# ---- block 1 ----
Figure 1. Cells by drive strength (block 1).
Bar = 20 µm.
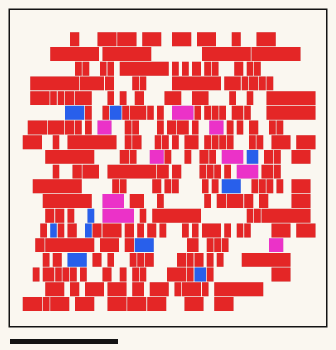

File: src/rtl/cpu_ctrl_pkg.sv
// Shared definitions for the multicycle control FSM: state encodings
// and the default opcode assignments of the lab CPU instruction set.
package cpu_ctrl_pkg;

   // Controller states. The numeric values are visible on the debug
   // state port, so they are fixed explicitly rather than left to the tool.
   typedef enum logic [2:0] {
      FETCH     = 3'd0,
      DECODE    = 3'd1,
      EXECUTE   = 3'd2,
      MEMORY    = 3'd3,
      WRITEBACK = 3'd4,
      HALT      = 3'd5
   } ctrl_state_e;

   // Default widths and opcodes used as parameter defaults by the controller.
   localparam int unsigned DEF_OP_W      = 4;
   localparam int unsigned DEF_CNT_W     = 16;
   localparam int unsigned DEF_OP_LOAD   = 9;
   localparam int unsigned DEF_OP_STORE  = 10;
   localparam int unsigned DEF_OP_BRANCH = 11;
   localparam int unsigned DEF_OP_HALT   = 15;

endpackage

File: src/rtl/ctrl_retire_counter.sv
// Saturating counter of retired instructions. It sticks at its all-ones
// value instead of wrapping, so software never sees the count go backwards.
module ctrl_retire_counter #(
   parameter int CNT_W = 16
) (
   input  logic             clk,
   input  logic             rst_n,
   input  logic             inc,
   output logic [CNT_W-1:0] count
);

   logic [CNT_W-1:0] count_q;
   logic [CNT_W-1:0] count_d;

   // Next count: step by one on a retire unless already saturated.
   always_comb begin
      count_d = count_q;
      if (inc && (count_q != {CNT_W{1'b1}})) begin
         count_d = count_q + CNT_W'(1);
      end
   end

   // Count register; reset clears it immediately, independent of the clock.
   always_ff @(posedge clk or negedge rst_n) begin
      if (!rst_n) begin
         count_q <= '0;
      end else begin
         count_q <= count_d;
      end
   end

   assign count = count_q;

endmodule

File: src/rtl/multicycle_ctrl.sv
// Multicycle control FSM for the lab CPU datapath. Sequences each
// instruction through fetch/decode/execute/memory/writeback, handshakes
// with memory through mem_ready, honours a global stall and counts
// retired instructions.
module multicycle_ctrl
   import cpu_ctrl_pkg::*;
#(
   parameter int              OP_W      = DEF_OP_W,
   parameter logic [OP_W-1:0] OP_LOAD   = OP_W'(DEF_OP_LOAD),
   parameter logic [OP_W-1:0] OP_STORE  = OP_W'(DEF_OP_STORE),
   parameter logic [OP_W-1:0] OP_BRANCH = OP_W'(DEF_OP_BRANCH),
   parameter logic [OP_W-1:0] OP_HALT   = OP_W'(DEF_OP_HALT),
   parameter int              CNT_W     = DEF_CNT_W
) (
   input  logic             clk,
   input  logic             rst_n,
   input  logic [OP_W-1:0]  op_type,
   input  logic             reg_imm,
   input  logic             branch_taken,
   input  logic             mem_ready,
   input  logic             stall,
   output logic             reg_write,
   output logic             IType,
   output logic             pc_en,
   output logic             pc_write,
   output logic             ir_en,
   output logic             mem_req,
   output logic             mem_we,
   output logic             halted,
   output logic [2:0]       state,
   output logic [CNT_W-1:0] instr_count
);

   ctrl_state_e state_q;
   ctrl_state_e state_d;
   logic        retire;
   logic        isStore;

   assign isStore = (op_type == OP_STORE);

   // State register; an asynchronous reset drops back to FETCH at once,
   // abandoning whatever instruction was in flight.
   always_ff @(posedge clk or negedge rst_n) begin
      if (!rst_n) begin
         state_q <= FETCH;
      end else begin
         state_q <= state_d;
      end
   end

   // Next state and strobes. The per-state decode comes first, then stall
   // overrides it by freezing the state and silencing every strobe, and
   // finally reset silences the strobes while it is held low.
   always_comb begin
      state_d   = state_q;
      reg_write = 1'b0;
      pc_en     = 1'b0;
      pc_write  = 1'b0;
      ir_en     = 1'b0;
      mem_req   = 1'b0;
      mem_we    = 1'b0;
      halted    = 1'b0;
      retire    = 1'b0;
      case (state_q)
         FETCH: begin
            mem_req = 1'b1;
            if (mem_ready) begin
               pc_en   = 1'b1;
               ir_en   = 1'b1;
               state_d = DECODE;
            end
         end
         DECODE: begin
            state_d = (op_type == OP_HALT) ? HALT : EXECUTE;
         end
         EXECUTE: begin
            if (op_type == OP_BRANCH) begin
               pc_write = branch_taken;
               retire   = 1'b1;
               state_d  = FETCH;
            end else if ((op_type == OP_LOAD) || isStore) begin
               state_d = MEMORY;
            end else begin
               state_d = WRITEBACK;
            end
         end
         MEMORY: begin
            mem_req = 1'b1;
            mem_we  = isStore;
            if (mem_ready) begin
               if (isStore) begin
                  retire  = 1'b1;
                  state_d = FETCH;
               end else begin
                  state_d = WRITEBACK;
               end
            end
         end
         WRITEBACK: begin
            reg_write = 1'b1;
            retire    = 1'b1;
            state_d   = FETCH;
         end
         HALT: begin
            halted = 1'b1;
         end
         default: begin
            state_d = FETCH;
         end
      endcase
      if (stall) begin
         state_d   = state_q;
         reg_write = 1'b0;
         pc_en     = 1'b0;
         pc_write  = 1'b0;
         ir_en     = 1'b0;
         mem_req   = 1'b0;
         mem_we    = 1'b0;
         retire    = 1'b0;
      end
      if (!rst_n) begin
         reg_write = 1'b0;
         pc_en     = 1'b0;
         pc_write  = 1'b0;
         ir_en     = 1'b0;
         mem_req   = 1'b0;
         mem_we    = 1'b0;
         halted    = 1'b0;
         retire    = 1'b0;
      end
   end

   assign IType = reg_imm;
   assign state = state_q;

   ctrl_retire_counter #(
      .CNT_W (CNT_W)
   ) u_retire_counter (
      .clk   (clk),
      .rst_n (rst_n),
      .inc   (retire),
      .count (instr_count)
   );

endmodule

File: config.mk
export PLATFORM = sky130hd
export DESIGN_NAME = multicycle_ctrl
export DESIGN_NICKNAME = d
export VERILOG_FILES = /design/src/rtl/cpu_ctrl_pkg.sv /design/src/rtl/ctrl_retire_counter.sv /design/src/rtl/multicycle_ctrl.sv
export SDC_FILE = /design/constraint.sdc
export NUM_CORES = 1
export LEC_CHECK = 0
export ABC_AREA = 1
export CORE_MARGIN = 1.5
export CORE_UTILIZATION = 45
export DETAILED_ROUTE_END_ITERATION = 12
export PLACE_DENSITY = 0.75
export SETUP_SLACK_MARGIN = 0.1
export SLEW_MARGIN = 20
export SYNTH_ARGS = -nofsm -noshare
export SYNTH_HDL_FRONTEND = slang
export SYNTH_SLANG_ARGS = --single-unit
File: constraint.sdc
create_clock -name clk -period 4.05 [get_ports clk]
set_clock_uncertainty 0.1 [all_clocks]
set_input_delay 0.405 -clock clk [delete_from_list [all_inputs] [get_ports clk]]
set_output_delay 0.405 -clock clk [all_outputs]
set_load 0.05 [all_outputs]
# ---- block 2 ----
==> src/rtl/clk_div_ctrl_if.sv <==
// Configuration handshake for clk_div_ctrl.
// The master offers a divide ratio; the slave accepts it when ready.
interface clk_div_ctrl_if #(
    parameter int W = 16
);
    logic         cfg_valid;
    logic [W-1:0] cfg_div;
    logic         cfg_ready;

    modport master (
        output cfg_valid,
        output cfg_div,
        input  cfg_ready
    );

    modport slave (
        input  cfg_valid,
        input  cfg_div,
        output cfg_ready
    );
endinterface

==> src/rtl/clk_div_ctrl.sv <==
// Programmable 50%-duty clock divider.
// Ratio changes take effect only at a falling edge of O_CLK.
module clk_div_ctrl #(
    parameter int W       = 16,
    parameter int DEF_DIV = 20
) (
    input  logic          I_CLK,
    input  logic          rst,
    input  logic          en,
    clk_div_ctrl_if.slave cfg,
    output logic          O_CLK,
    output logic          O_TICK,
    output logic          busy,
    output logic          err
);

    localparam int CW = W - 1;

    typedef enum logic [1:0] {
        IDLE,
        RUN,
        PEND,
        STOP
    } state_t;

    state_t        state_q, state_d;
    logic [W-1:0]  active_q, active_d;
    logic [W-1:0]  pend_q, pend_d;
    logic [CW-1:0] cnt_q, cnt_d;
    logic          oclk_q, oclk_d;
    logic          tick_q, tick_d;
    logic          err_q, err_d;

    logic          wrap, hs, bad, leave;
    logic [CW-1:0] cnt_step;
    logic          oclk_step, tick_step;

    assign wrap = {1'b0, cnt_q} == (active_q >> 1) - W'(1);

    assign cfg.cfg_ready = (state_q == IDLE) || (state_q == RUN);
    assign hs  = cfg.cfg_valid & cfg.cfg_ready;
    assign bad = cfg.cfg_div[0] | (cfg.cfg_div < W'(2));

    assign cnt_step  = wrap ? '0 : cnt_q + CW'(1);
    assign oclk_step = oclk_q ^ wrap;
    assign tick_step = wrap & ~oclk_q;

    always_comb begin
        state_d  = state_q;
        active_d = active_q;
        pend_d   = pend_q;
        cnt_d    = cnt_q;
        oclk_d   = oclk_q;
        tick_d   = 1'b0;
        err_d    = hs & bad;
        leave    = 1'b0;

        unique case (state_q)
            IDLE: begin
                if (hs && !bad) active_d = cfg.cfg_div;
                if (en) begin
                    state_d = RUN;
                    cnt_d   = '0;
                    oclk_d  = 1'b0;
                end
            end
            RUN: begin
                cnt_d  = cnt_step;
                oclk_d = oclk_step;
                tick_d = tick_step;
                if (hs && !bad) begin
                    pend_d  = cfg.cfg_div;
                    state_d = PEND;
                end
                if (!en) state_d = STOP;
            end
            PEND: begin
                cnt_d  = cnt_step;
                oclk_d = oclk_step;
                tick_d = tick_step;
                // swap ratio only on the 1->0 wrap so no half is cut short
                if (wrap && oclk_q) begin
                    active_d = pend_q;
                    pend_d   = '0;
                    state_d  = RUN;
                end
                if (!en) state_d = STOP;
            end
            STOP: begin
                if (oclk_q) begin
                    cnt_d  = cnt_step;
                    oclk_d = oclk_step;
                    tick_d = tick_step;
                    leave  = wrap;
                end else begin
                    cnt_d = '0;
                    leave = 1'b1;
                end
                if (leave) begin
                    state_d = IDLE;
                    if (pend_q != '0) begin
                        active_d = pend_q;
                        pend_d   = '0;
                    end
                end
            end
            default: state_d = IDLE;
        endcase
    end

    always_ff @(posedge I_CLK) begin
        if (!rst) begin
            state_q  <= IDLE;
            active_q <= W'(DEF_DIV);
            pend_q   <= '0;
            cnt_q    <= '0;
            oclk_q   <= 1'b0;
            tick_q   <= 1'b0;
            err_q    <= 1'b0;
        end else begin
            state_q  <= state_d;
            active_q <= active_d;
            pend_q   <= pend_d;
            cnt_q    <= cnt_d;
            oclk_q   <= oclk_d;
            tick_q   <= tick_d;
            err_q    <= err_d;
        end
    end

    assign O_CLK  = oclk_q;
    assign O_TICK = tick_q;
    assign err    = err_q;
    assign busy   = state_q != IDLE;

endmodule
==> src/flat_wrapper.sv <==
// flat-port wrapper written by rule: the top's interface ports become plain ports
module clk_div_ctrl_flat 
#(
    parameter int W       = 16,
    parameter int DEF_DIV = 20
)
  (I_CLK, rst, en, O_CLK, O_TICK, busy, err, cfg_cfg_valid, cfg_cfg_div, cfg_cfg_ready);
  clk_div_ctrl_if #(.W(W)) cfg_i ();
  input  logic I_CLK;
  input  logic rst;
  input  logic en;
  output logic O_CLK;
  output logic O_TICK;
  output logic busy;
  output logic err;
  input wire logic [$bits(cfg_i.cfg_valid)-1:0] cfg_cfg_valid;
  input wire logic [$bits(cfg_i.cfg_div)-1:0] cfg_cfg_div;
  output wire logic [$bits(cfg_i.cfg_ready)-1:0] cfg_cfg_ready;
  assign cfg_i.cfg_valid = cfg_cfg_valid;
  assign cfg_i.cfg_div = cfg_cfg_div;
  assign cfg_cfg_ready = cfg_i.cfg_ready;
  clk_div_ctrl #(.W(W), .DEF_DIV(DEF_DIV)) u_core (.I_CLK(I_CLK), .rst(rst), .en(en), .cfg(cfg_i), .O_CLK(O_CLK), .O_TICK(O_TICK), .busy(busy), .err(err));
endmodule
==> config.mk <==
export PLATFORM = sky130hd
export DESIGN_NAME = clk_div_ctrl_flat
export DESIGN_NICKNAME = d
export VERILOG_FILES = /design/src/rtl/clk_div_ctrl_if.sv /design/src/rtl/clk_div_ctrl.sv /design/src/flat_wrapper.sv
export SDC_FILE = /design/constraint.sdc
export NUM_CORES = 1
export LEC_CHECK = 0
export ABC_AREA = 1
export CAP_MARGIN = 25
export CORE_MARGIN = 10
export CORE_UTILIZATION = 50
export DETAILED_ROUTE_END_ITERATION = 7
export PLACE_DENSITY = 0.72
export SYNTH_ARGS = -nofsm -noshare
export SYNTH_HDL_FRONTEND = slang
export SYNTH_SLANG_ARGS = --single-unit
==> constraint.sdc <==
create_clock -name I_CLK -period 2.6 [get_ports I_CLK]
set_input_delay 0.26 -clock I_CLK [delete_from_list [all_inputs] [get_ports I_CLK]]
set_output_delay 0.26 -clock I_CLK [all_outputs]
set_load 0.02 [all_outputs]
Figure 2. Cells by drive strength (block 2).
Bar = 20 µm.
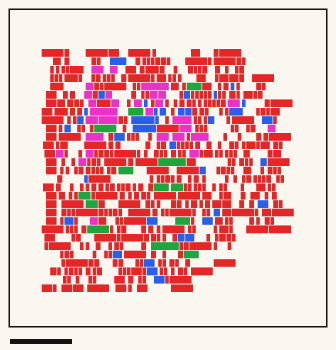
- red: x1 and smaller (cells 500)
- blue: x2 (cells 36)
- green: x6 and larger (cells 13)
- magenta: x3 and x4 (cells 29)

==> job_summary.md, block 2 <==
### Flow metrics

| Metric | Value |
|---|---|
| Status | `finished with violations` |
| Failing checks | `negative setup slack` |
| Vias in the first global route | `3134` |
| Worst-path clk slew | `100 ps` |
| Post-synth top area cell | `dfxtp_1` |
| P_int | `2430 µW` |
| Flop share of the area | `0.251` |
| Worst slack, placed | `-16.2 ps` |
| Antenna Violating Nets Remaining | `0` |
| Final Util | `0.632` |
| CP top delay family | `simple AND/OR/NAND/NOR gates` |
| Largest net degree at the start of global routing | `31` |
| Signal buf overhead | `0.117` |
| Buffers & Inverters on Critical Path | `5` |
| FP Util | `0.524` |
| Final period util | `1.05` |
| Power Clock | `502 µW` |
| WP data arrival | `approximately 3000 ps` |
| Die width | `102 µm` |
| Flops after synth | `51` |
| Worst Slack Setup Final | `-126 ps` |
| Tot Pwr | `~4600 µW` |
| Critical path cell sequence | `inv_2 -> ha_4 -> inv_2 -> nand2_1 -> nand2_1 -> nor2_1 -> nand3_1 -> nor2_1 -> nand2_1 -> nor3_4 -> nand2_4 -> ha_2 -> nand2_2 -> nand3_4 -> buf_4 -> nor2_4 -> nand2_4 -> inv_2 -> buf_12 -> nand2_1 -> a21oi_1` |
| Die H | `between 100 and 150 µm` |
| Tapcells | `77` |
| Fin. max-slew vios | `0` |
| Fraction of layout cells with a size suffix above 1 | `0.135` |
| Gate power share | `0.600` |
| Crit Reg-Reg Startpoint | `u_core.active_q[2]$_SDFFE_PN1P_` |
| Endpoints failing setup | `31` |
| Met1 wire length | `3980 µm` |
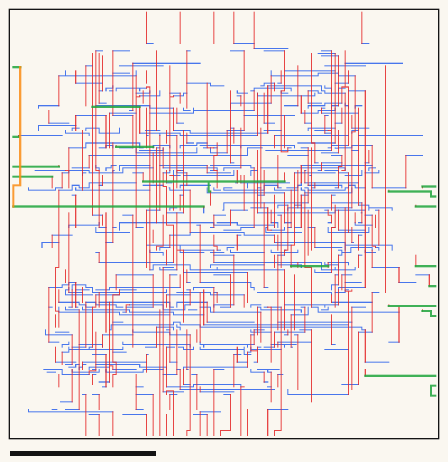
Figure 3: block 1, metal layers overlaid.
Bar = 20 µm.
- red: M2 (wire length 1520 µm)
- green: M3 (wire length 112 µm)
- orange: M4 (wire length 20.0 µm)
- blue: M1 (wire length 1590 µm)

About Figure 1:
- magenta: x3 and x4 (cells 9)
- red: x1 and smaller (cells 218)
- blue: x2 (cells 10)

==> job_summary.md, block 1 <==
### Flow metrics

| Metric | Value |
|---|---|
| Status | `finished, final reports clean` |
| Initial antenna violation count | `0` |
| HP Class | `input pin to async pin` |
| Tool warnings | `26` |
| Die width | `58.5 µm` |
| Top routing layer in use | `met4` |
| Max clock buf depth | `2` |
| Leak pwr | `0.000826 µW` |
| Signal buf overhead | `0.198` |
| Logic share of the area | `0.449` |
| Unique masters post-synth | `27` |
| Tmin final | `2850 ps` |
| Placer Congestion | `around 0.8` |
| Worst path depth | `4` |
| Critical path cell sequence | `clkdlybuf4s50_1 -> nand2_1 -> nor3_1 -> clkdlybuf4s50_1` |
| Floorplan Core Area | `2830 µm²` |
| Power Clock | `102 µW` |
| MI comb cells | `158` |
| Leading cell kind | `multi-input combinational cells` |
| Count of non-CTS buffers in the layout | `35` |
| Worst reg2reg path endpoint | `u_retire_counter.count[3]$_DFFE_PN0P_` |
| P_int | `346 µW` |
| Drt first pass iters | `4` |
| Seq pwr | `250 µW` |
| Combinational power | `~300 µW` |
| Top cell excl fill/tap | `nand2_1` |
| TritonCTS clock tree | `done` |


==> layout pictures side by side <==
Pin map.
Bar = 20 µm. Pins as bars across the die edge, other pins in grey.
panel A
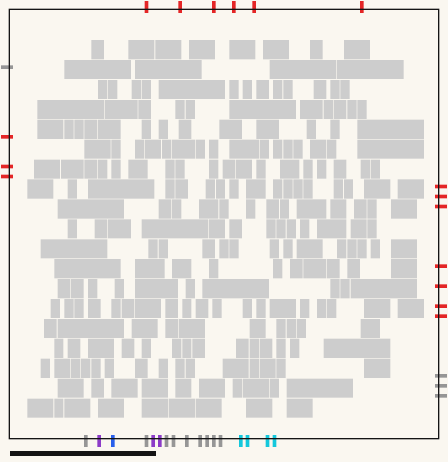
panel B
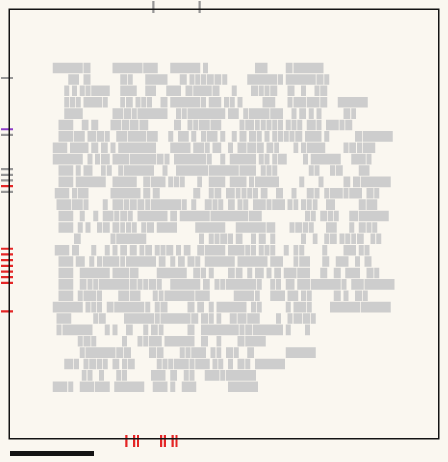
- largest die: panel B
- most pins: panel A
panel A: block 1
panel B: block 2

Key to panel A:
- red: `instr_count` (pins 16; direction output; edge 7 right, 6 top, 3 left)
- blue: `stall` (pins 1; direction input; edge bottom)
- cyan: `op_type` (pins 4; direction input; edge bottom)
- purple: `state` (pins 3; direction output; edge bottom)
- all pins by edge: 17 bottom, 10 right, 6 top, 4 left

Power figures rest on the tool's default switching activity, not on a simulated workload.
